######## melody_sequencer_flat ########
### Cell classes on the final placement, melody_sequencer_flat

Scale bar: 20 um.
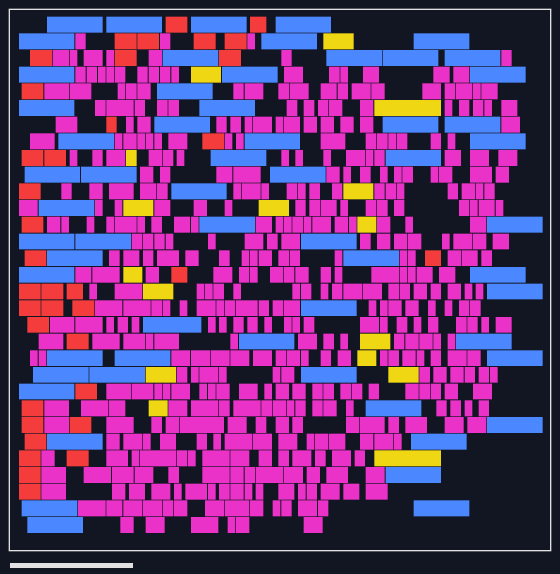

`config.mk`:
```
export PLATFORM = sky130hd
export DESIGN_NAME = melody_sequencer_flat
export DESIGN_NICKNAME = d
export VERILOG_FILES = /design/src/rtl/melody_pkg.sv /design/src/rtl/melody_sequencer_if.sv /design/src/rtl/note_timer.sv /design/src/rtl/melody_sequencer.sv /design/src/flat_wrapper.sv
export SDC_FILE = /design/constraint.sdc
export NUM_CORES = 1
export LEC_CHECK = 0
export CAP_MARGIN = 20
export CORE_UTILIZATION = 60
export CTS_BUF_LIST = sky130_fd_sc_hd__clkbuf_8 sky130_fd_sc_hd__clkbuf_16
export CTS_CLUSTER_DIAMETER = 30
export DETAILED_ROUTE_END_ITERATION = 6
export GPL_ROUTABILITY_DRIVEN = 0
export HOLD_SLACK_MARGIN = 0.03
export MAX_ROUTING_LAYER = met4
export PLACE_DENSITY = 0.81
export SYNTH_ARGS = -nofsm -noshare
export SYNTH_HDL_FRONTEND = slang
export SYNTH_SLANG_ARGS = --single-unit
```
`constraint.sdc`:
```
create_clock -name clk -period 7.2 [get_ports clk]
set_clock_uncertainty 0.2 [all_clocks]
set_input_delay 1.44 -clock clk [delete_from_list [all_inputs] [get_ports clk]]
set_output_delay 1.44 -clock clk [all_outputs]
set_load 0.005 [all_outputs]
```
`src/rtl/melody_pkg.sv`:
```
// Shared types and constants for the melody sequencer: FSM states, ROM word
// layout and the duration-code to slot-multiplier mapping.
package melody_pkg;

  typedef enum logic [2:0] {
    ST_IDLE,
    ST_FETCH,
    ST_GAP,
    ST_PLAY,
    ST_PAUSE
  } state_e;

  localparam int ROM_W  = 8;
  localparam int NOTE_W = 6;

  localparam logic [1:0] DUR_16  = 2'd0;
  localparam logic [1:0] DUR_8   = 2'd1;
  localparam logic [1:0] DUR_4   = 2'd2;
  localparam logic [1:0] DUR_END = 2'd3;

  localparam logic [NOTE_W-1:0] NOTE_REST = 6'd0;

  // A 16th slot is the unit; longer notes scale both gap and sound phases.
  function automatic logic [2:0] dur_mult(input logic [1:0] dur);
    logic [2:0] m;
    case (dur)
      DUR_8:   m = 3'd2;
      DUR_4:   m = 3'd4;
      default: m = 3'd1;
    endcase
    return m;
  endfunction

endpackage

```
`src/rtl/melody_sequencer_if.sv`:
```
// Bundle between the button/switch logic, the note ROM and the tone generator
// on one side (master) and the melody sequencer on the other (slave).
interface melody_sequencer_if #(
  parameter int SONG_BITS = 2,
  parameter int LEN_BITS  = 6
);
  import melody_pkg::*;

  logic                          start;
  logic                          pause;
  logic                          stop;
  logic [SONG_BITS-1:0]          song_sel;
  logic [SONG_BITS+LEN_BITS-1:0] rom_addr;
  logic [ROM_W-1:0]              rom_data;
  logic [NOTE_W-1:0]             note_code;
  logic                          note_on;
  logic                          busy;
  logic                          done;

  modport master (
    output start, pause, stop, song_sel, rom_data,
    input  rom_addr, note_code, note_on, busy, done
  );

  modport slave (
    input  start, pause, stop, song_sel, rom_data,
    output rom_addr, note_code, note_on, busy, done
  );

endinterface

```
`src/rtl/note_timer.sv`:
```
// Loadable 32-bit down-counter shared by the GAP and PLAY phases; it stops at
// zero and flags expiry while it reads zero.
module note_timer (
  input  logic        clk,
  input  logic        rst,
  input  logic        load,
  input  logic        hold,
  input  logic [31:0] load_value,
  output logic [31:0] value,
  output logic        expired
);

  logic [31:0] value_q, value_d;

  always_comb begin
    value_d = value_q;
    if (load) begin
      value_d = load_value;
    end else if (!hold && value_q != 32'd0) begin
      value_d = value_q - 32'd1;
    end
  end

  always_ff @(posedge clk or posedge rst) begin
    if (rst) begin
      value_q <= 32'd0;
    end else begin
      value_q <= value_d;
    end
  end

  assign value   = value_q;
  assign expired = (value_q == 32'd0);

endmodule

```
`src/rtl/melody_sequencer.sv`:
```
// Walks the note ROM and turns each word into a silent gap plus a sounding phase.
// Define MELODY_LOOP_EN to replay the song endlessly instead of returning to idle.
module melody_sequencer #(
  parameter int unsigned PLAY_16   = 10_000_000,
  parameter int unsigned GAP_16    = 2_500_000,
  parameter int          SONG_BITS = 2,
  parameter int          LEN_BITS  = 6
) (
  input  logic                clk,
  input  logic                rst,
  melody_sequencer_if.slave   bus
);
  import melody_pkg::*;

  localparam logic [31:0] PLAY_W = 32'(PLAY_16);
  localparam logic [31:0] GAP_W  = 32'(GAP_16);

  state_e                        state_q, state_d;
  state_e                        ret_q, ret_d;
  logic                          fetch2_q, fetch2_d;
  logic [SONG_BITS-1:0]          song_q, song_d;
  logic [LEN_BITS-1:0]           idx_q, idx_d;
  logic [2:0]                    mult_q, mult_d;
  logic [NOTE_W-1:0]             note_q, note_d;
  logic [SONG_BITS+LEN_BITS-1:0] addr_q, addr_d;
  logic                          note_on_q, note_on_d;
  logic                          busy_q, busy_d;
  logic                          done_q, done_d;

  logic                          tmr_load, tmr_hold, tmr_expired;
  logic [31:0]                   tmr_load_val, tmr_value;
  logic [LEN_BITS-1:0]           idx_inc;
  logic [2:0]                    rom_mult;
  logic                          end_song;

  note_timer u_timer (
    .clk        (clk),
    .rst        (rst),
    .load       (tmr_load),
    .hold       (tmr_hold),
    .load_value (tmr_load_val),
    .value      (tmr_value),
    .expired    (tmr_expired)
  );

  assign idx_inc  = idx_q + LEN_BITS'(1);
  assign rom_mult = dur_mult(bus.rom_data[7:6]);

  always_comb begin
    state_d      = state_q;
    ret_d        = ret_q;
    fetch2_d     = fetch2_q;
    song_d       = song_q;
    idx_d        = idx_q;
    mult_d       = mult_q;
    note_d       = note_q;
    addr_d       = addr_q;
    done_d       = 1'b0;
    tmr_load     = 1'b0;
    tmr_hold     = 1'b1;
    tmr_load_val = 32'd0;
    end_song     = 1'b0;

    if (bus.stop) begin
      state_d  = ST_IDLE;
      fetch2_d = 1'b0;
      tmr_load = 1'b1;
    end else begin
      case (state_q)
        ST_IDLE: begin
          if (bus.start) begin
            song_d   = bus.song_sel;
            idx_d    = '0;
            addr_d   = {bus.song_sel, {LEN_BITS{1'b0}}};
            fetch2_d = 1'b0;
            state_d  = ST_FETCH;
          end
        end
        ST_FETCH: begin
          if (!fetch2_q) begin
            fetch2_d = 1'b1;
          end else begin
            fetch2_d = 1'b0;
            if (bus.rom_data[7:6] == DUR_END) begin
              end_song = 1'b1;
            end else begin
              note_d       = bus.rom_data[NOTE_W-1:0];
              mult_d       = rom_mult;
              tmr_load     = 1'b1;
              tmr_load_val = GAP_W * 32'(rom_mult) - 32'd1;
              state_d      = ST_GAP;
            end
          end
        end
        // The cycle that samples pause still consumes one count, so the
        // phase keeps its full length across a pause.
        ST_GAP: begin
          tmr_hold = 1'b0;
          if (bus.pause && tmr_value != 32'd0) begin
            ret_d   = ST_GAP;
            state_d = ST_PAUSE;
          end else if (tmr_expired) begin
            tmr_load     = 1'b1;
            tmr_load_val = PLAY_W * 32'(mult_q) - 32'd1;
            state_d      = ST_PLAY;
          end
        end
        ST_PLAY: begin
          tmr_hold = 1'b0;
          if (bus.pause && tmr_value != 32'd0) begin
            ret_d   = ST_PLAY;
            state_d = ST_PAUSE;
          end else if (tmr_expired) begin
            if (idx_q == {LEN_BITS{1'b1}}) begin
              end_song = 1'b1;
            end else begin
              idx_d    = idx_inc;
              addr_d   = {song_q, idx_inc};
              fetch2_d = 1'b0;
              state_d  = ST_FETCH;
            end
          end
        end
        ST_PAUSE: begin
          if (!bus.pause) begin
            state_d = ret_q;
          end
        end
        default: begin
          state_d = ST_IDLE;
        end
      endcase
    end

    if (end_song) begin
      done_d = 1'b1;
`ifdef MELODY_LOOP_EN
      idx_d    = '0;
      addr_d   = {song_q, {LEN_BITS{1'b0}}};
      fetch2_d = 1'b0;
      state_d  = ST_FETCH;
`else
      state_d  = ST_IDLE;
`endif
    end

    busy_d    = (state_d != ST_IDLE);
    note_on_d = (state_d == ST_PLAY) && (note_d != NOTE_REST);
  end

  always_ff @(posedge clk or posedge rst) begin
    if (rst) begin
      state_q   <= ST_IDLE;
      ret_q     <= ST_GAP;
      fetch2_q  <= 1'b0;
      song_q    <= '0;
      idx_q     <= '0;
      mult_q    <= 3'd1;
      note_q    <= NOTE_REST;
      addr_q    <= '0;
      note_on_q <= 1'b0;
      busy_q    <= 1'b0;
      done_q    <= 1'b0;
    end else begin
      state_q   <= state_d;
      ret_q     <= ret_d;
      fetch2_q  <= fetch2_d;
      song_q    <= song_d;
      idx_q     <= idx_d;
      mult_q    <= mult_d;
      note_q    <= note_d;
      addr_q    <= addr_d;
      note_on_q <= note_on_d;
      busy_q    <= busy_d;
      done_q    <= done_d;
    end
  end

  assign bus.rom_addr  = addr_q;
  assign bus.note_code = note_q;
  assign bus.note_on   = note_on_q;
  assign bus.busy      = busy_q;
  assign bus.done      = done_q;

endmodule

```
`src/flat_wrapper.sv`:
```
// flat-port wrapper written by rule: the top's interface ports become plain ports
module melody_sequencer_flat import melody_pkg::*;
#(
  parameter int unsigned PLAY_16   = 10_000_000,
  parameter int unsigned GAP_16    = 2_500_000,
  parameter int          SONG_BITS = 2,
  parameter int          LEN_BITS  = 6
)
  (clk, rst, bus_start, bus_pause, bus_stop, bus_song_sel, bus_rom_data, bus_rom_addr, bus_note_code, bus_note_on, bus_busy, bus_done);
  melody_sequencer_if #(.SONG_BITS(SONG_BITS), .LEN_BITS(LEN_BITS)) bus_i ();
  input  logic clk;
  input  logic rst;
  input wire logic [$bits(bus_i.start)-1:0] bus_start;
  input wire logic [$bits(bus_i.pause)-1:0] bus_pause;
  input wire logic [$bits(bus_i.stop)-1:0] bus_stop;
  input wire logic [$bits(bus_i.song_sel)-1:0] bus_song_sel;
  input wire logic [$bits(bus_i.rom_data)-1:0] bus_rom_data;
  output wire logic [$bits(bus_i.rom_addr)-1:0] bus_rom_addr;
  output wire logic [$bits(bus_i.note_code)-1:0] bus_note_code;
  output wire logic [$bits(bus_i.note_on)-1:0] bus_note_on;
  output wire logic [$bits(bus_i.busy)-1:0] bus_busy;
  output wire logic [$bits(bus_i.done)-1:0] bus_done;
  assign bus_i.start = bus_start;
  assign bus_i.pause = bus_pause;
  assign bus_i.stop = bus_stop;
  assign bus_i.song_sel = bus_song_sel;
  assign bus_i.rom_data = bus_rom_data;
  assign bus_rom_addr = bus_i.rom_addr;
  assign bus_note_code = bus_i.note_code;
  assign bus_note_on = bus_i.note_on;
  assign bus_busy = bus_i.busy;
  assign bus_done = bus_i.done;
  melody_sequencer #(.PLAY_16(PLAY_16), .GAP_16(GAP_16), .SONG_BITS(SONG_BITS), .LEN_BITS(LEN_BITS)) u_core (.clk(clk), .rst(rst), .bus(bus_i));
endmodule
```
######## btb_assoc_flat ########
**src/rtl/btb_pkg.sv**
```systemverilog
// Shared types and helpers for the set-associative BTB.
// Counter encoding, entry layout and counter update.
package btb_pkg;

  typedef logic [1:0] cnt_t;

  localparam cnt_t CNT_SNT = 2'b00;
  localparam cnt_t CNT_WNT = 2'b01;
  localparam cnt_t CNT_WT  = 2'b10;
  localparam cnt_t CNT_ST  = 2'b11;

  // Tag field is sized for the smallest index; unused upper bits stay zero.
  localparam int TAG_MAX_W = 30;

  typedef struct packed {
    logic                 valid;
    logic [TAG_MAX_W-1:0] tag;
    logic [31:0]          target;
    cnt_t                 cnt;
  } btb_entry_t;

  function automatic cnt_t sat_update(cnt_t cnt, logic taken);
    cnt_t r;
    r = cnt;
    unique case (1'b1)
      taken && (cnt != CNT_ST):   r = cnt + 2'd1;
      !taken && (cnt != CNT_SNT): r = cnt - 2'd1;
      default:                    r = cnt;
    endcase
    return r;
  endfunction

endpackage

```
**src/rtl/btb_assoc_if.sv**
```systemverilog
// IF-stage lookup and EX-stage update bundle for btb_assoc.
// slave is the BTB side, master the pipeline side.
interface btb_assoc_if;
  logic [31:0] pc;
  logic        hit;
  logic [31:0] target;
  logic        predicted_taken;
  logic        update;
  logic [31:0] update_pc;
  logic [31:0] update_target;
  logic        update_taken;
  logic        flush;

  modport master (
    output pc, update, update_pc,
    output update_target, update_taken, flush,
    input  hit, target, predicted_taken
  );

  modport slave (
    input  pc, update, update_pc,
    input  update_target, update_taken, flush,
    output hit, target, predicted_taken
  );
endinterface

```
**src/rtl/btb_plru.sv**
```systemverilog
// Tree pseudo-LRU state for one BTB set.
// Heap-ordered nodes; bit=0 points the victim at the lower half.
module btb_plru #(
  parameter  int NUM_WAYS = 2,
  localparam int WAY_W    = (NUM_WAYS > 1) ? $clog2(NUM_WAYS) : 1
) (
  input  logic             clk,
  input  logic             rst,
  input  logic             clr,
  input  logic             touch,
  input  logic [WAY_W-1:0] touch_way,
  output logic [WAY_W-1:0] victim_way
);

  if (NUM_WAYS == 1) begin : g_none
    logic unused;
    assign unused     = ^{clk, rst, clr, touch, touch_way};
    assign victim_way = '0;
  end else begin : g_tree
    localparam int LVL = $clog2(NUM_WAYS);

    logic [NUM_WAYS-2:0] bits_q, bits_d;

    always_comb begin
      int node;
      node       = 0;
      victim_way = '0;
      for (int l = 0; l < LVL; l++) begin
        victim_way[LVL-1-l] = bits_q[node];
        node = 2*node + 1 + int'(bits_q[node]);
      end
    end

    always_comb begin
      int   node;
      logic d;
      bits_d = bits_q;
      node   = 0;
      d      = 1'b0;
      if (touch) begin
        for (int l = 0; l < LVL; l++) begin
          d            = touch_way[LVL-1-l];
          bits_d[node] = ~d;
          node         = 2*node + 1 + int'(d);
        end
      end
    end

    always_ff @(posedge clk) begin
      if (rst || clr) bits_q <= '0;
      else            bits_q <= bits_d;
    end
  end

endmodule

```
**src/rtl/btb_assoc.sv**
```systemverilog
// Set-associative branch target buffer with 2-bit counters
// and per-set tree pseudo-LRU replacement.
module btb_assoc
  import btb_pkg::*;
#(
  parameter int NUM_SETS = 8,
  parameter int NUM_WAYS = 2
) (
  input logic       clk,
  input logic       rst,
  btb_assoc_if.slave bus
);

  localparam int INDEX_W = $clog2(NUM_SETS);
  localparam int TAG_W   = 30 - INDEX_W;
  localparam int WAY_W   = (NUM_WAYS > 1) ? $clog2(NUM_WAYS) : 1;

  btb_entry_t tbl_q [NUM_SETS][NUM_WAYS];

  logic [INDEX_W-1:0]   l_set, u_set;
  logic [TAG_W-1:0]     l_tag_n, u_tag_n;
  logic [TAG_MAX_W-1:0] l_tag, u_tag;
  logic [NUM_WAYS-1:0]  l_match, u_match;

  assign l_set   = bus.pc[INDEX_W+1:2];
  assign l_tag_n = bus.pc[31:2+INDEX_W];
  assign l_tag   = TAG_MAX_W'(l_tag_n);
  assign u_set   = bus.update_pc[INDEX_W+1:2];
  assign u_tag_n = bus.update_pc[31:2+INDEX_W];
  assign u_tag   = TAG_MAX_W'(u_tag_n);

  // Lookup reads registered state only, so same-cycle updates stay invisible.
  always_comb begin
    logic [31:0] tgt;
    logic        pt;
    tgt = '0;
    pt  = 1'b0;
    for (int w = 0; w < NUM_WAYS; w++) begin
      l_match[w] = tbl_q[l_set][w].valid && (tbl_q[l_set][w].tag == l_tag);
      if (l_match[w]) begin
        tgt = tgt | tbl_q[l_set][w].target;
        pt  = pt  | tbl_q[l_set][w].cnt[1];
      end
    end
    bus.hit             = |l_match;
    bus.target          = tgt;
    bus.predicted_taken = pt;
  end

  logic [WAY_W-1:0] victim [NUM_SETS];
  logic [WAY_W-1:0] hit_way, inv_way, wr_way;
  logic             u_hit, any_inv, upd_ok, wr_en;
  btb_entry_t       wr_d;

  always_comb begin
    hit_way = '0;
    inv_way = '0;
    any_inv = 1'b0;
    for (int w = NUM_WAYS - 1; w >= 0; w--) begin
      u_match[w] = tbl_q[u_set][w].valid && (tbl_q[u_set][w].tag == u_tag);
      if (u_match[w]) hit_way = WAY_W'(w);
      if (!tbl_q[u_set][w].valid) begin
        inv_way = WAY_W'(w);
        any_inv = 1'b1;
      end
    end
    u_hit  = |u_match;
    upd_ok = bus.update && !bus.flush && (bus.update_pc[1:0] == 2'b00);
    wr_en  = upd_ok && (u_hit || bus.update_taken);
    wr_way = u_hit ? hit_way : (any_inv ? inv_way : victim[u_set]);
    wr_d   = tbl_q[u_set][wr_way];
    if (u_hit) begin
      wr_d.cnt = sat_update(wr_d.cnt, bus.update_taken);
      if (bus.update_taken) wr_d.target = bus.update_target;
    end else begin
      wr_d.valid  = 1'b1;
      wr_d.tag    = u_tag;
      wr_d.target = bus.update_target;
      wr_d.cnt    = CNT_WT;
    end
  end

  always_ff @(posedge clk) begin
    if (rst || bus.flush) begin
      for (int s = 0; s < NUM_SETS; s++)
        for (int w = 0; w < NUM_WAYS; w++)
          tbl_q[s][w].valid <= 1'b0;
    end else if (wr_en) begin
      tbl_q[u_set][wr_way] <= wr_d;
    end
  end

  for (genvar s = 0; s < NUM_SETS; s++) begin : g_set
    btb_plru #(.NUM_WAYS(NUM_WAYS)) u_plru (
      .clk        (clk),
      .rst        (rst),
      .clr        (bus.flush),
      .touch      (wr_en && (u_set == INDEX_W'(s))),
      .touch_way  (wr_way),
      .victim_way (victim[s])
    );
  end

  a_onehot_lookup: assert property (
    @(posedge clk) disable iff (rst) $onehot0(l_match));
  a_onehot_update: assert property (
    @(posedge clk) disable iff (rst) $onehot0(u_match));

endmodule

```
**src/flat_wrapper.sv**
```systemverilog
// flat-port wrapper written by rule: the top's interface ports become plain ports
module btb_assoc_flat import btb_pkg::*;
#(
  parameter int NUM_SETS = 8,
  parameter int NUM_WAYS = 2
)
  (clk, rst, bus_pc, bus_update, bus_update_pc, bus_update_target, bus_update_taken, bus_flush, bus_hit, bus_target, bus_predicted_taken);
  btb_assoc_if bus_i ();
  input logic clk;
  input logic rst;
  input wire logic [$bits(bus_i.pc)-1:0] bus_pc;
  input wire logic [$bits(bus_i.update)-1:0] bus_update;
  input wire logic [$bits(bus_i.update_pc)-1:0] bus_update_pc;
  input wire logic [$bits(bus_i.update_target)-1:0] bus_update_target;
  input wire logic [$bits(bus_i.update_taken)-1:0] bus_update_taken;
  input wire logic [$bits(bus_i.flush)-1:0] bus_flush;
  output wire logic [$bits(bus_i.hit)-1:0] bus_hit;
  output wire logic [$bits(bus_i.target)-1:0] bus_target;
  output wire logic [$bits(bus_i.predicted_taken)-1:0] bus_predicted_taken;
  assign bus_i.pc = bus_pc;
  assign bus_i.update = bus_update;
  assign bus_i.update_pc = bus_update_pc;
  assign bus_i.update_target = bus_update_target;
  assign bus_i.update_taken = bus_update_taken;
  assign bus_i.flush = bus_flush;
  assign bus_hit = bus_i.hit;
  assign bus_target = bus_i.target;
  assign bus_predicted_taken = bus_i.predicted_taken;
  btb_assoc #(.NUM_SETS(NUM_SETS), .NUM_WAYS(NUM_WAYS)) u_core (.clk(clk), .rst(rst), .bus(bus_i));
endmodule
```
**config.mk**
```make
export PLATFORM = sky130hd
export DESIGN_NAME = btb_assoc_flat
export DESIGN_NICKNAME = d
export VERILOG_FILES = /design/src/rtl/btb_pkg.sv /design/src/rtl/btb_assoc_if.sv /design/src/rtl/btb_plru.sv /design/src/rtl/btb_assoc.sv /design/src/flat_wrapper.sv
export SDC_FILE = /design/constraint.sdc
export NUM_CORES = 1
export LEC_CHECK = 0
export ABC_CLOCK_PERIOD_IN_PS = 24900
export CAP_MARGIN = 20
export CORE_MARGIN = 4
export CORE_UTILIZATION = 30
export CTS_CLUSTER_SIZE = 16
export DETAILED_ROUTE_END_ITERATION = 7
export GPL_TIMING_DRIVEN = 0
export PLACE_DENSITY = 0.45
export SKIP_LAST_GASP = 1
export SLEW_MARGIN = 20
export SYNTH_ARGS = -nofsm -noshare
export SYNTH_HDL_FRONTEND = slang
export SYNTH_SLANG_ARGS = --single-unit
```
**constraint.sdc**
```tcl
create_clock -name clk -period 24.9 [get_ports clk]
set_input_delay 2.49 -clock clk [delete_from_list [all_inputs] [get_ports clk]]
set_output_delay 2.49 -clock clk [all_outputs]
set_load 0.05 [all_outputs]
```
######## wb_arbiter_flat ########
$ cat src/rtl/wb_arbiter_pkg.sv
// Shared types and helpers for the writeback arbiter.
// Optional feature macro: WB_HAZARD_EN (pending-write query port).
package wb_arbiter_pkg;
  localparam int REG_ADR_W = 5;

  typedef struct packed {
    logic [REG_ADR_W-1:0] rd;
    logic [31:0]          data;
  } wb_entry_t;

  // Round-robin winner: first set bit of req scanning up from ptr with wrap.
  // Scanning downward lets the lowest offset overwrite the result last.
  function automatic int rr_pick(input logic [31:0] req, input int ptr, input int n);
    int win;
    win = 0;
    for (int k = n - 1; k >= 0; k--)
      if (req[5'((ptr + k) % n)]) win = (ptr + k) % n;
    return win;
  endfunction
endpackage

$ cat src/rtl/wb_arbiter_if.sv
// Result-channel and writeback bus between execution units, arbiter and register file.
// Optional feature macro: WB_HAZARD_EN adds query_adr/query_hit.
interface wb_arbiter_if
  import wb_arbiter_pkg::*;
#(
  parameter int XLEN = 32,
  parameter int NCH  = 2
);
  logic                                flush;
  logic [NCH-1:0]                      in_v;
  logic [NCH-1:0]                      in_ok;
  logic [NCH-1:0][REG_ADR_W-1:0]       in_rd;
  logic [NCH-1:0][XLEN-1:0]            in_data;
  logic                                res_v;
  logic [REG_ADR_W-1:0]                res_adr;
  logic [XLEN-1:0]                     res_data;
  logic                                res_ok;
`ifdef WB_HAZARD_EN
  logic [REG_ADR_W-1:0]                query_adr;
  logic                                query_hit;
`endif

  modport slave (
    input  flush, in_v, in_rd, in_data, res_ok,
    output in_ok, res_v, res_adr, res_data
`ifdef WB_HAZARD_EN
    , input query_adr, output query_hit
`endif
  );

  modport master (
    output flush, in_v, in_rd, in_data, res_ok,
    input  in_ok, res_v, res_adr, res_data
`ifdef WB_HAZARD_EN
    , output query_adr, input query_hit
`endif
  );
endinterface

$ cat src/rtl/wb_arbiter_fifo.sv
// Per-channel result FIFO; no pass-through when full.
// Optional feature macro: WB_HAZARD_EN exports entry contents and valid flags.
module wb_arbiter_fifo
  import wb_arbiter_pkg::*;
#(
  parameter int  DEPTH   = 2,
  parameter type entry_t = wb_entry_t
) (
  input  logic   clk,
  input  logic   rst,
  input  logic   flush,
  input  logic   push,
  input  logic   pop,
  input  entry_t din,
  output logic   full,
  output logic   empty,
  output entry_t head
`ifdef WB_HAZARD_EN
  , output logic [DEPTH-1:0]   ent_v
  , output entry_t [DEPTH-1:0] ent
`endif
);
  localparam int AW = $clog2(DEPTH);

  logic [AW:0]   cnt;
  logic [AW-1:0] wp, rp;
  entry_t        mem [DEPTH];

  assign full  = cnt == (AW+1)'(DEPTH);
  assign empty = cnt == '0;
  assign head  = mem[rp];

  always_ff @(posedge clk or posedge rst) begin
    if (rst) begin
      cnt <= '0;
      wp  <= '0;
      rp  <= '0;
    end else if (flush) begin
      cnt <= '0;
      wp  <= '0;
      rp  <= '0;
    end else begin
      if (push) wp <= wp + AW'(1);
      if (pop)  rp <= rp + AW'(1);
      cnt <= cnt + (AW+1)'(push) - (AW+1)'(pop);
    end
  end

  always_ff @(posedge clk) begin
    if (push) mem[wp] <= din;
  end

`ifdef WB_HAZARD_EN
  // Slot j is live when its distance from the read pointer is below the count.
  for (genvar j = 0; j < DEPTH; j++) begin : g_ent
    logic [AW-1:0] off;
    assign off      = AW'(j) - rp;
    assign ent_v[j] = {1'b0, off} < cnt;
    assign ent[j]   = mem[j];
  end
`endif
endmodule

$ cat src/rtl/wb_arbiter.sv
// Writeback arbiter: NCH buffered result streams, round-robin into one registered write port.
// Optional feature macro: WB_HAZARD_EN adds a combinational pending-write query.
module wb_arbiter
  import wb_arbiter_pkg::*;
#(
  parameter int XLEN  = 32,
  parameter int NCH   = 2,
  parameter int DEPTH = 2
) (
  input logic          clk,
  input logic          rst,
  wb_arbiter_if.slave  bus
);
  localparam int RW = (NCH > 1) ? $clog2(NCH) : 1;

  typedef struct packed {
    logic [REG_ADR_W-1:0] rd;
    logic [XLEN-1:0]      data;
  } entry_t;

  logic [NCH-1:0]   push, pop, full, empty;
  entry_t [NCH-1:0] head;
  logic [RW-1:0]    rr, pick;
  logic             load, any;

  assign bus.in_ok = ~full;
  assign load      = !bus.res_v || bus.res_ok;
  assign any       = |(~empty);
  assign pick      = RW'(rr_pick(32'(~empty), int'(rr), NCH));

`ifdef WB_HAZARD_EN
  logic [NCH-1:0][DEPTH-1:0] hit;
`endif

  for (genvar i = 0; i < NCH; i++) begin : g_ch
    // x0 results complete the handshake but are never stored.
    assign push[i] = bus.in_v[i] && !full[i] && (bus.in_rd[i] != '0) && !bus.flush;
    assign pop[i]  = load && any && (pick == RW'(i)) && !bus.flush;

`ifdef WB_HAZARD_EN
    logic [DEPTH-1:0]   ent_v;
    entry_t [DEPTH-1:0] ent;
    for (genvar j = 0; j < DEPTH; j++) begin : g_hit
      assign hit[i][j] = ent_v[j] && (ent[j].rd == bus.query_adr);
    end
`endif

    wb_arbiter_fifo #(.DEPTH(DEPTH), .entry_t(entry_t)) u_fifo (
      .clk   (clk),
      .rst   (rst),
      .flush (bus.flush),
      .push  (push[i]),
      .pop   (pop[i]),
      .din   ({bus.in_rd[i], bus.in_data[i]}),
      .full  (full[i]),
      .empty (empty[i]),
      .head  (head[i])
`ifdef WB_HAZARD_EN
      , .ent_v (ent_v)
      , .ent   (ent)
`endif
    );
  end

  always_ff @(posedge clk or posedge rst) begin
    if (rst) begin
      bus.res_v    <= 1'b0;
      bus.res_adr  <= '0;
      bus.res_data <= '0;
      rr           <= '0;
    end else if (bus.flush) begin
      bus.res_v <= 1'b0;
    end else if (load) begin
      bus.res_v <= any;
      if (any) begin
        bus.res_adr  <= head[pick].rd;
        bus.res_data <= head[pick].data;
        rr           <= RW'((int'(pick) + 1) % NCH);
      end
    end
  end

`ifdef WB_HAZARD_EN
  assign bus.query_hit = (bus.query_adr != '0) &&
                         ((|hit) || (bus.res_v && (bus.res_adr == bus.query_adr)));
`endif
endmodule
$ cat src/flat_wrapper.sv
// flat-port wrapper written by rule: the top's interface ports become plain ports
module wb_arbiter_flat import wb_arbiter_pkg::*;
#(
  parameter int XLEN  = 32,
  parameter int NCH   = 2,
  parameter int DEPTH = 2
)
  (clk, rst, bus_flush, bus_in_v, bus_in_rd, bus_in_data, bus_res_ok, bus_in_ok, bus_res_v, bus_res_adr, bus_res_data);
  wb_arbiter_if #(.XLEN(XLEN), .NCH(NCH)) bus_i ();
  input logic clk;
  input logic rst;
  input wire logic [$bits(bus_i.flush)-1:0] bus_flush;
  input wire logic [$bits(bus_i.in_v)-1:0] bus_in_v;
  input wire logic [$bits(bus_i.in_rd)-1:0] bus_in_rd;
  input wire logic [$bits(bus_i.in_data)-1:0] bus_in_data;
  input wire logic [$bits(bus_i.res_ok)-1:0] bus_res_ok;
  output wire logic [$bits(bus_i.in_ok)-1:0] bus_in_ok;
  output wire logic [$bits(bus_i.res_v)-1:0] bus_res_v;
  output wire logic [$bits(bus_i.res_adr)-1:0] bus_res_adr;
  output wire logic [$bits(bus_i.res_data)-1:0] bus_res_data;
  assign bus_i.flush = bus_flush;
  assign bus_i.in_v = bus_in_v;
  assign bus_i.in_rd = bus_in_rd;
  assign bus_i.in_data = bus_in_data;
  assign bus_i.res_ok = bus_res_ok;
  assign bus_in_ok = bus_i.in_ok;
  assign bus_res_v = bus_i.res_v;
  assign bus_res_adr = bus_i.res_adr;
  assign bus_res_data = bus_i.res_data;
  wb_arbiter #(.XLEN(XLEN), .NCH(NCH), .DEPTH(DEPTH)) u_core (.clk(clk), .rst(rst), .bus(bus_i));
endmodule
$ cat config.mk
export PLATFORM = sky130hd
export DESIGN_NAME = wb_arbiter_flat
export DESIGN_NICKNAME = d
export VERILOG_FILES = /design/src/rtl/wb_arbiter_pkg.sv /design/src/rtl/wb_arbiter_if.sv /design/src/rtl/wb_arbiter_fifo.sv /design/src/rtl/wb_arbiter.sv /design/src/flat_wrapper.sv
export SDC_FILE = /design/constraint.sdc
export NUM_CORES = 1
export LEC_CHECK = 0
export CAP_MARGIN = 20
export CORE_ASPECT_RATIO = 0.8
export CORE_MARGIN = 8
export CORE_UTILIZATION = 50
export CTS_BUF_LIST = sky130_fd_sc_hd__clkbuf_8
export CTS_CLUSTER_SIZE = 12
export DETAILED_ROUTE_END_ITERATION = 7
export PLACE_DENSITY = 0.77
export SYNTH_ARGS = -nofsm -noshare
export SYNTH_HDL_FRONTEND = slang
export SYNTH_SLANG_ARGS = --single-unit
$ cat constraint.sdc
create_clock -name clk -period 7.4 [get_ports clk]
set_input_delay 0.74 -clock clk [delete_from_list [all_inputs] [get_ports clk]]
set_output_delay 0.74 -clock clk [all_outputs]
set_load 0.05 [all_outputs]
### Cell classes on the final placement, btb_assoc_flat

Scale bar: 100 um.
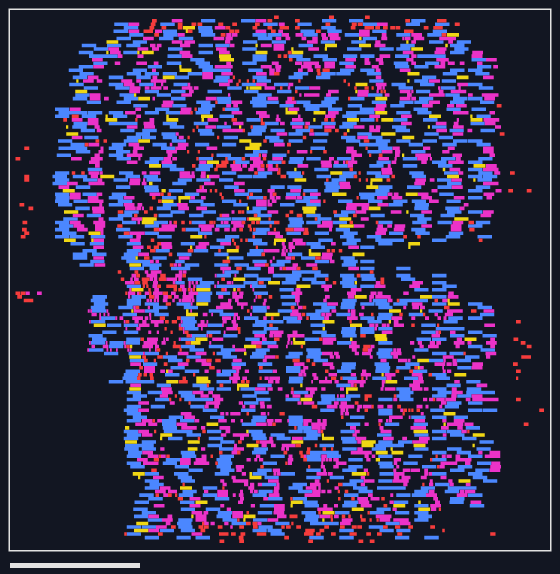
[registers] blue | cells: 1048 | share of their area: 55%
[remaining logic cells] magenta | cells: 1360 | share of their area: 31%
[clock drivers and dummy loads] yellow | cells: 213 | share of their area: 6.6%
[remaining buffers and delay cells] red | cells: 557 | share of their area: 7.3%
floorplan core area: 165000 um^2
Non-Filler Cell Area, Final: 59700 um^2
floorplan row count: 149
flip-flop and latch share of the layout cell area: 52.6%

### Floorplan with the power grid, btb_assoc_flat

Scale bar: 100 um. Pins as bars on the die edge. Tap cells in gray.
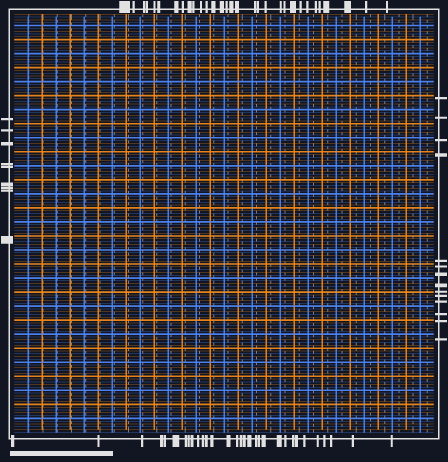
[VDD] orange
[VSS] blue
met1 rails: 150
met4 straps: 29
rows: 149
met5 straps: 29
tap cells: 2189
Die H: 415 um
peak ir drop on the vdd network: 60.0 uV
Die Width: 415 um

==> Changelog: implementation, btb_assoc_flat <==
### Physical design

* Cell area leaders: sky130_fd_sc_hd__edfxtp_1, sky130_fd_sc_hd__mux4_2, sky130_fd_sc_hd__mux2i_1
* Origin of the critical flop-to-flop path: u_core.tbl_q[2][51]
* Data required time of the critical path at approximately 22 ns
* Most frequently used flop master after synthesis: sky130_fd_sc_hd__edfxtp_1
* Layout Cells excl Fill at between 5k and 6k
* Worst Tran Pin Value at between 1 and 1.5 ns
* Area growth, synth to finish at 20.2%
* Flip-flop and latch count at about 1.0k
* Max cap viols at 0
* Power dissipated in the clock network at between 0.0015 and 0.002 W
* Max incr delay on CP at ~0.93 ns
* Insertion delay to the later sink of the worst-skew pair at 0.73 ns
* Max Slew Vio Count at 0
* P_sw at around 0.00094 W
* Arrival time worst endpoint at ~9.7 ns
* Origin of the worst min-delay path: u_core.g_set[6].u_plru.victim_way
* Cell total after placement at 5152
* Sink of the worst hold path: u_core.g_set[6].u_plru.victim_way
* Drt total wl at about 190000 um
* Class of the most critical setup path: input port to primary output
* Number of buffers inserted to repair setup after CTS at 0
* Yosys Chip Area at 49700 um^2
* Detailed placer's ending HPWL at 134000 um
* Multi-input combinational cell count at between 1k and 1.5k
* Signal inverters at 9
* Setup skew after layout at 0.0347 ns
* Worst Hold Margin at 0.517 ns
* Logic depth of the worst path, buffers included at 13
* Wire per inst at about 35 um
* Yosys warns at 0
* Minimum setup slack in the final design at around 13 ns
* Layout cells sized above 1 at between 30% and 40%
* Wire length of the first global-routing pass at between 200000 and 300000 um
* FF+latch area at around 31000 um^2
* Post-Place Worst Slack at roughly 13 ns
* Pleak at 19.7 nW
* CTS Root Buffer Type: sky130_fd_sc_hd__clkbuf_16
* Pin count of the biggest net entering global routing at 17
* Maximum level of the CTS H-tree at 3
* Library cell occupying the most area in the post-synthesis netlist: sky130_fd_sc_hd__edfxtp_1
* Power per cell area at approximately 67 nW/um^2
* Part of the power in registers at between 40% and 50%
* Worst relative slew slack at between 10% and 20%
* Outcome: complete, no violations
* Dominant cell area share at between 60% and 70%
* Aoi share at 3.46%
* Critical Path Slowest Stage Cell: sky130_fd_sc_hd__buf_1
[btb_assoc_flat: per-layer routing]
layer / wire length, um / global-route usage [%] / vias to the layer above / part of all wire, %
li1: - / - / 12000 / -
met1: 78600 / 28.9 / 16300 / 42
met2: 89100 / 34.6 / 1388 / 48
met3: 12600 / 3.40 / 289 / 6.8
met4: 6820 / 7.59 / 0 / 3.6
met5: 0 / 0 / - / 0
[btb_assoc_flat: registers in the layout, indices dropped and copies added, names as in the netlist]
signal and cells:
u_core.tbl_q 1040, u_core.g_set.u_plru.victim_way 8
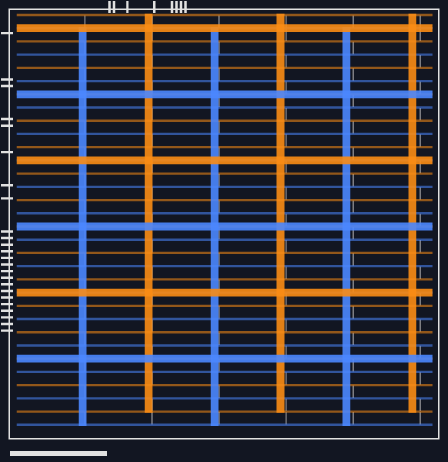
*Floorplan with the power grid, melody_sequencer_flat*
Scale bar: 20 um. Pins as bars on the die edge. Tap cells in gray.
[VDD] orange
[VSS] blue
met1 rails: 32
rows: 31
Die H: 88.1 um
peak ir drop on the vdd network: 192 uV
Die Width: 88.1 um
floorplan core area: 7210 um^2

About 'Cell classes on the final placement' of melody_sequencer_flat:
[remaining logic cells] magenta | cells: 461 | share of their area: 58%
[registers] blue | cells: 59 | share of their area: 30%
[remaining buffers and delay cells] red | cells: 36 | share of their area: 7.0%
[clock drivers and dummy loads] yellow | cells: 16 | share of their area: 4.6%
flip-flop and latch share of the layout cell area: 29.3%
floorplan row count: 31
Non-Filler Cell Area, Final: 5040 um^2

==> Changelog: implementation, melody_sequencer_flat <==
### Physical design

* Class of the most critical setup path: register to register
* Final period util at 62.1%
* Max Slew Vio Count at 0
* Wire per inst at ~18 um
* Power per cell area at approximately 320 nW/um^2
* Depth of the most critical reg-to-reg path at 13
* Via count of the first global-routing pass at 4077
* Sw Ratio at a little over two fifths
* Number of buffers on the longest clock path at 2
* CTS resizes at 0
* Mean instance size in the synthesized netlist at just over 8 um^2
* DR pass1 iterations at 5
* Time the final worst path needs with I/O delays and setup at between 4 and 5 ns
* Critical Path Start: u_core.mult_q[0]
* CP Launch Type: register
* Dominant cell area share at around 33%
* Synth flops at approximately 60
* Count of library flops with an enable pin at 0
* Critical Path Slowest Stage Cell: sky130_fd_sc_hd__dfstp_2
* Biggest cell category by area in the final layout: multi-input combinational cells
* Worst Tran Pin Value at ~1.1 ns
* Top post-synthesis cells by count: sky130_fd_sc_hd__nor2_1, sky130_fd_sc_hd__dfrtp_1, sky130_fd_sc_hd__nand2_1
* RSZ-0062 raised after global routing: no
* Clock tree from TritonCTS: done
* Yosys Chip Area at 4440 um^2
* Portion of netlist area occupied by mux cells at 3.66%
* P_comb at a little under 0.0008 W
* Detailed placer's ending HPWL at 8620 um
* FF+latch area at between 1000 and 1500 um^2
* Number of standard cells reported by yosys at about 550
* WP buf/inv at 2
* Number of tap cells inserted at 99
* Most common library cell in the layout ignoring fill and taps: sky130_fd_sc_hd__nor2_1
* Number of clock buffers inserted by TritonCTS at 9
* Outcome: complete, no violations
* Layout clock buffers at 9
* DR vias at about 4.4k
* Count of inserted antenna diode cells at 0
* Proportion of cell area occupied by multi-input gates at between 50% and 60%
* Upper clock frequency limit at roughly 0.22 GHz
* Maximum net fanout on the critical path at 20
* Number of library cell types mapped by synthesis at about 66
-- melody_sequencer_flat: sequential cells by signal (all words and copies together), names as in the netlist --
signal	cells
u_core.u_timer.value	32
u_core.bus.rom_addr	8
u_core.bus.note_code	6
u_core.mult_q	3
u_core.state_q	3
u_core.song_q	2
u_core.bus.busy	1
u_core.bus.done	1
u_core.bus.note_on	1
u_core.fetch2_q	1
u_core.ret_q	1
-- melody_sequencer_flat: routing by layer --
metal	track usage, %	wire length, um	vias up
li1	-	-	2055
met1	43.1	5020	2108
met2	53.6	5510	236
met3	6.50	968	28
met4	9.97	250	0
met5	-	0	-
### Cell classes on the final placement, wb_arbiter_flat

Scale bar: 50 um.
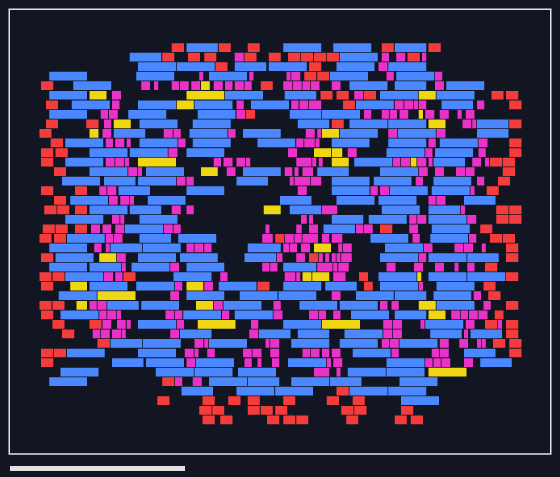
[remaining buffers and delay cells] red | cells: 125 | share of their area: 14%
[registers] blue | cells: 195 | share of their area: 62%
[remaining logic cells] magenta | cells: 274 | share of their area: 20%
[clock drivers and dummy loads] yellow | cells: 32 | share of their area: 5.3%
floorplan row count: 40
Non-Filler Cell Area, Final: 9370 um^2

==> Changelog: implementation, wb_arbiter_flat <==
### Physical design

* Outcome: complete, no violations
* Final core occ at around 63%
* Via/cell ratio at roughly 5.4
* Top Family by Delay on Critical Path: simple AND/OR/NAND/NOR gates
* Fraction of area in clock buffers and inverters at a little over 5%
* Cell area after synthesis at about 7600 um^2
* Origin of the critical flop-to-flop path: u_core.g_ch[0].u_fifo.cnt[0]
* Post-Synth Simple-Gate Area at 9.96%
* Combinational group share of total power at 38.1%
* Number of design-rule violations left by the first detailed-router iteration at ~310
* Critical Path Slowest Stage Cell: sky130_fd_sc_hd__nand2_2
* Most common library cell in the layout ignoring fill and taps: sky130_fd_sc_hd__edfxtp_1
* DR pass1 iterations at 4
* Flip-flop and latch count at 195
* End of the worst register-to-register path: u_core.g_ch[1].u_fifo.cnt[1]
* Mean instance size in the synthesized netlist at 15.1 um^2
* CTS sink count at a little under 200
## wb_arbiter_flat: state kept, by name (all words and copies together) (netlist names)
name,cells
u_core.bus.res_v,1
u_core.g_ch.u_fifo.wp,2
u_core.g_ch.u_fifo.mem,148
u_core.g_ch.u_fifo.cnt,4
u_core.bus.res_data,32
u_core.rr,1
u_core.bus.res_adr,5
u_core.g_ch.u_fifo.rp,2
## wb_arbiter_flat: tightest hold or removal path, delay by kind of cell (launching register included)
family	cells	cell delay (ns)
AND-OR/OR-AND	1	0.05
flip-flops	1	0.35
AND/OR/NAND/NOR	1	0.05


==> notes/layouts.md <==
Pictures saved along the way, in no particular order.

Wiring by layer.
Plate I
Scale bar: 50 um. Two of the layers only.
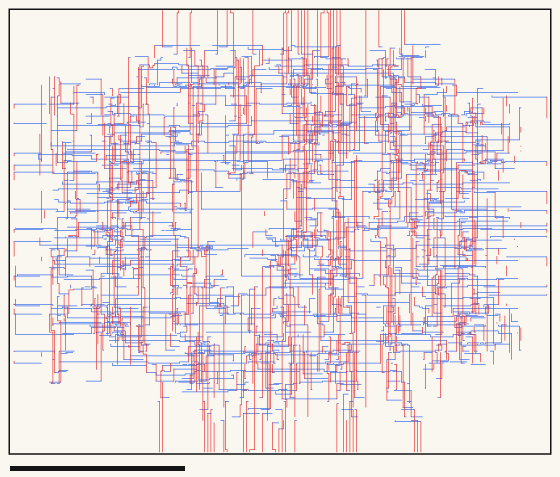
Plate II
Scale bar: 100 um. Two of the layers only.
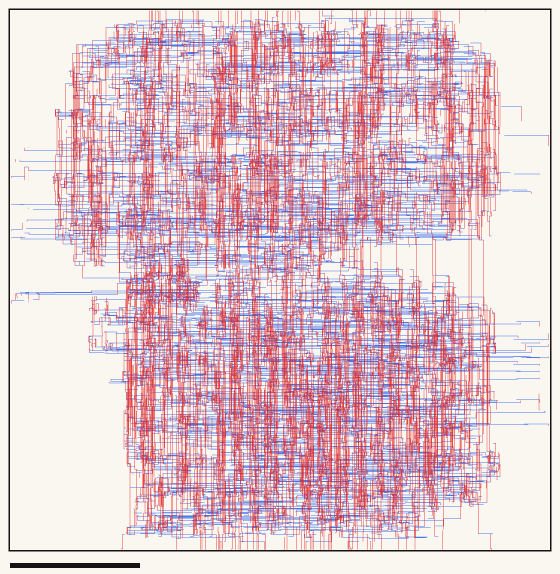
Plate III
Scale bar: 20 um. Two of the layers only.
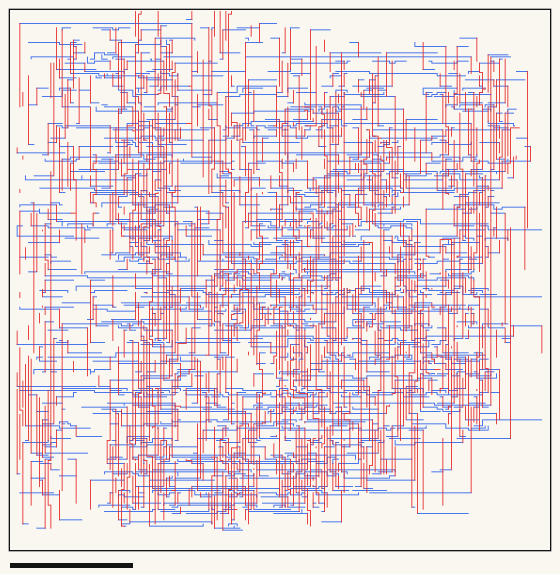
wb_arbiter_flat: Plate I
btb_assoc_flat: Plate II
melody_sequencer_flat: Plate III

Key to Plate III:
[M2] red | wire length: 5510 um
[M1] blue | wire length: 5020 um


==> screenshots <==
Clock network drawn from the DEF.
(a)
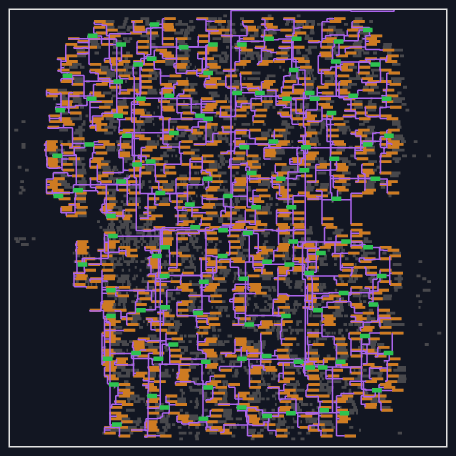
(b)
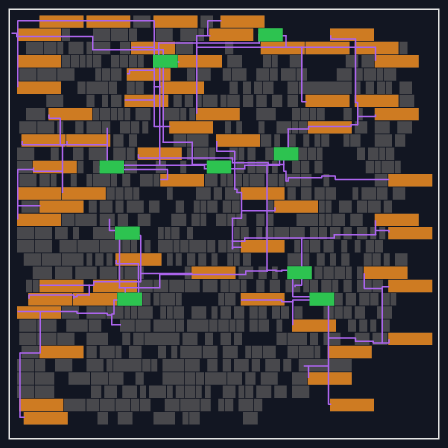
(c)
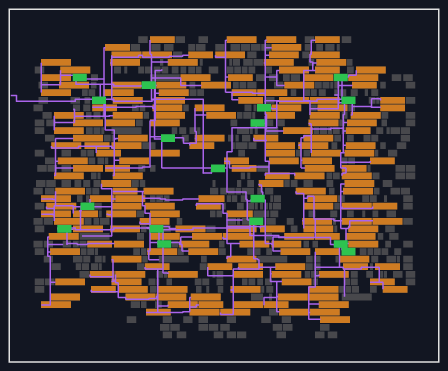
wb_arbiter_flat: (c)
btb_assoc_flat: (a)
melody_sequencer_flat: (b)
- most sequential cells: (a)
- fewest sequential cells: (b)

Key to (c):
[clock wires] purple | length: 1980 um
[flip-flops] orange | count: 195
[clock-net drivers] green | count: 17
routed clock nets: 18

Power figures rest on the tool's default switching activity, not on a simulated workload.
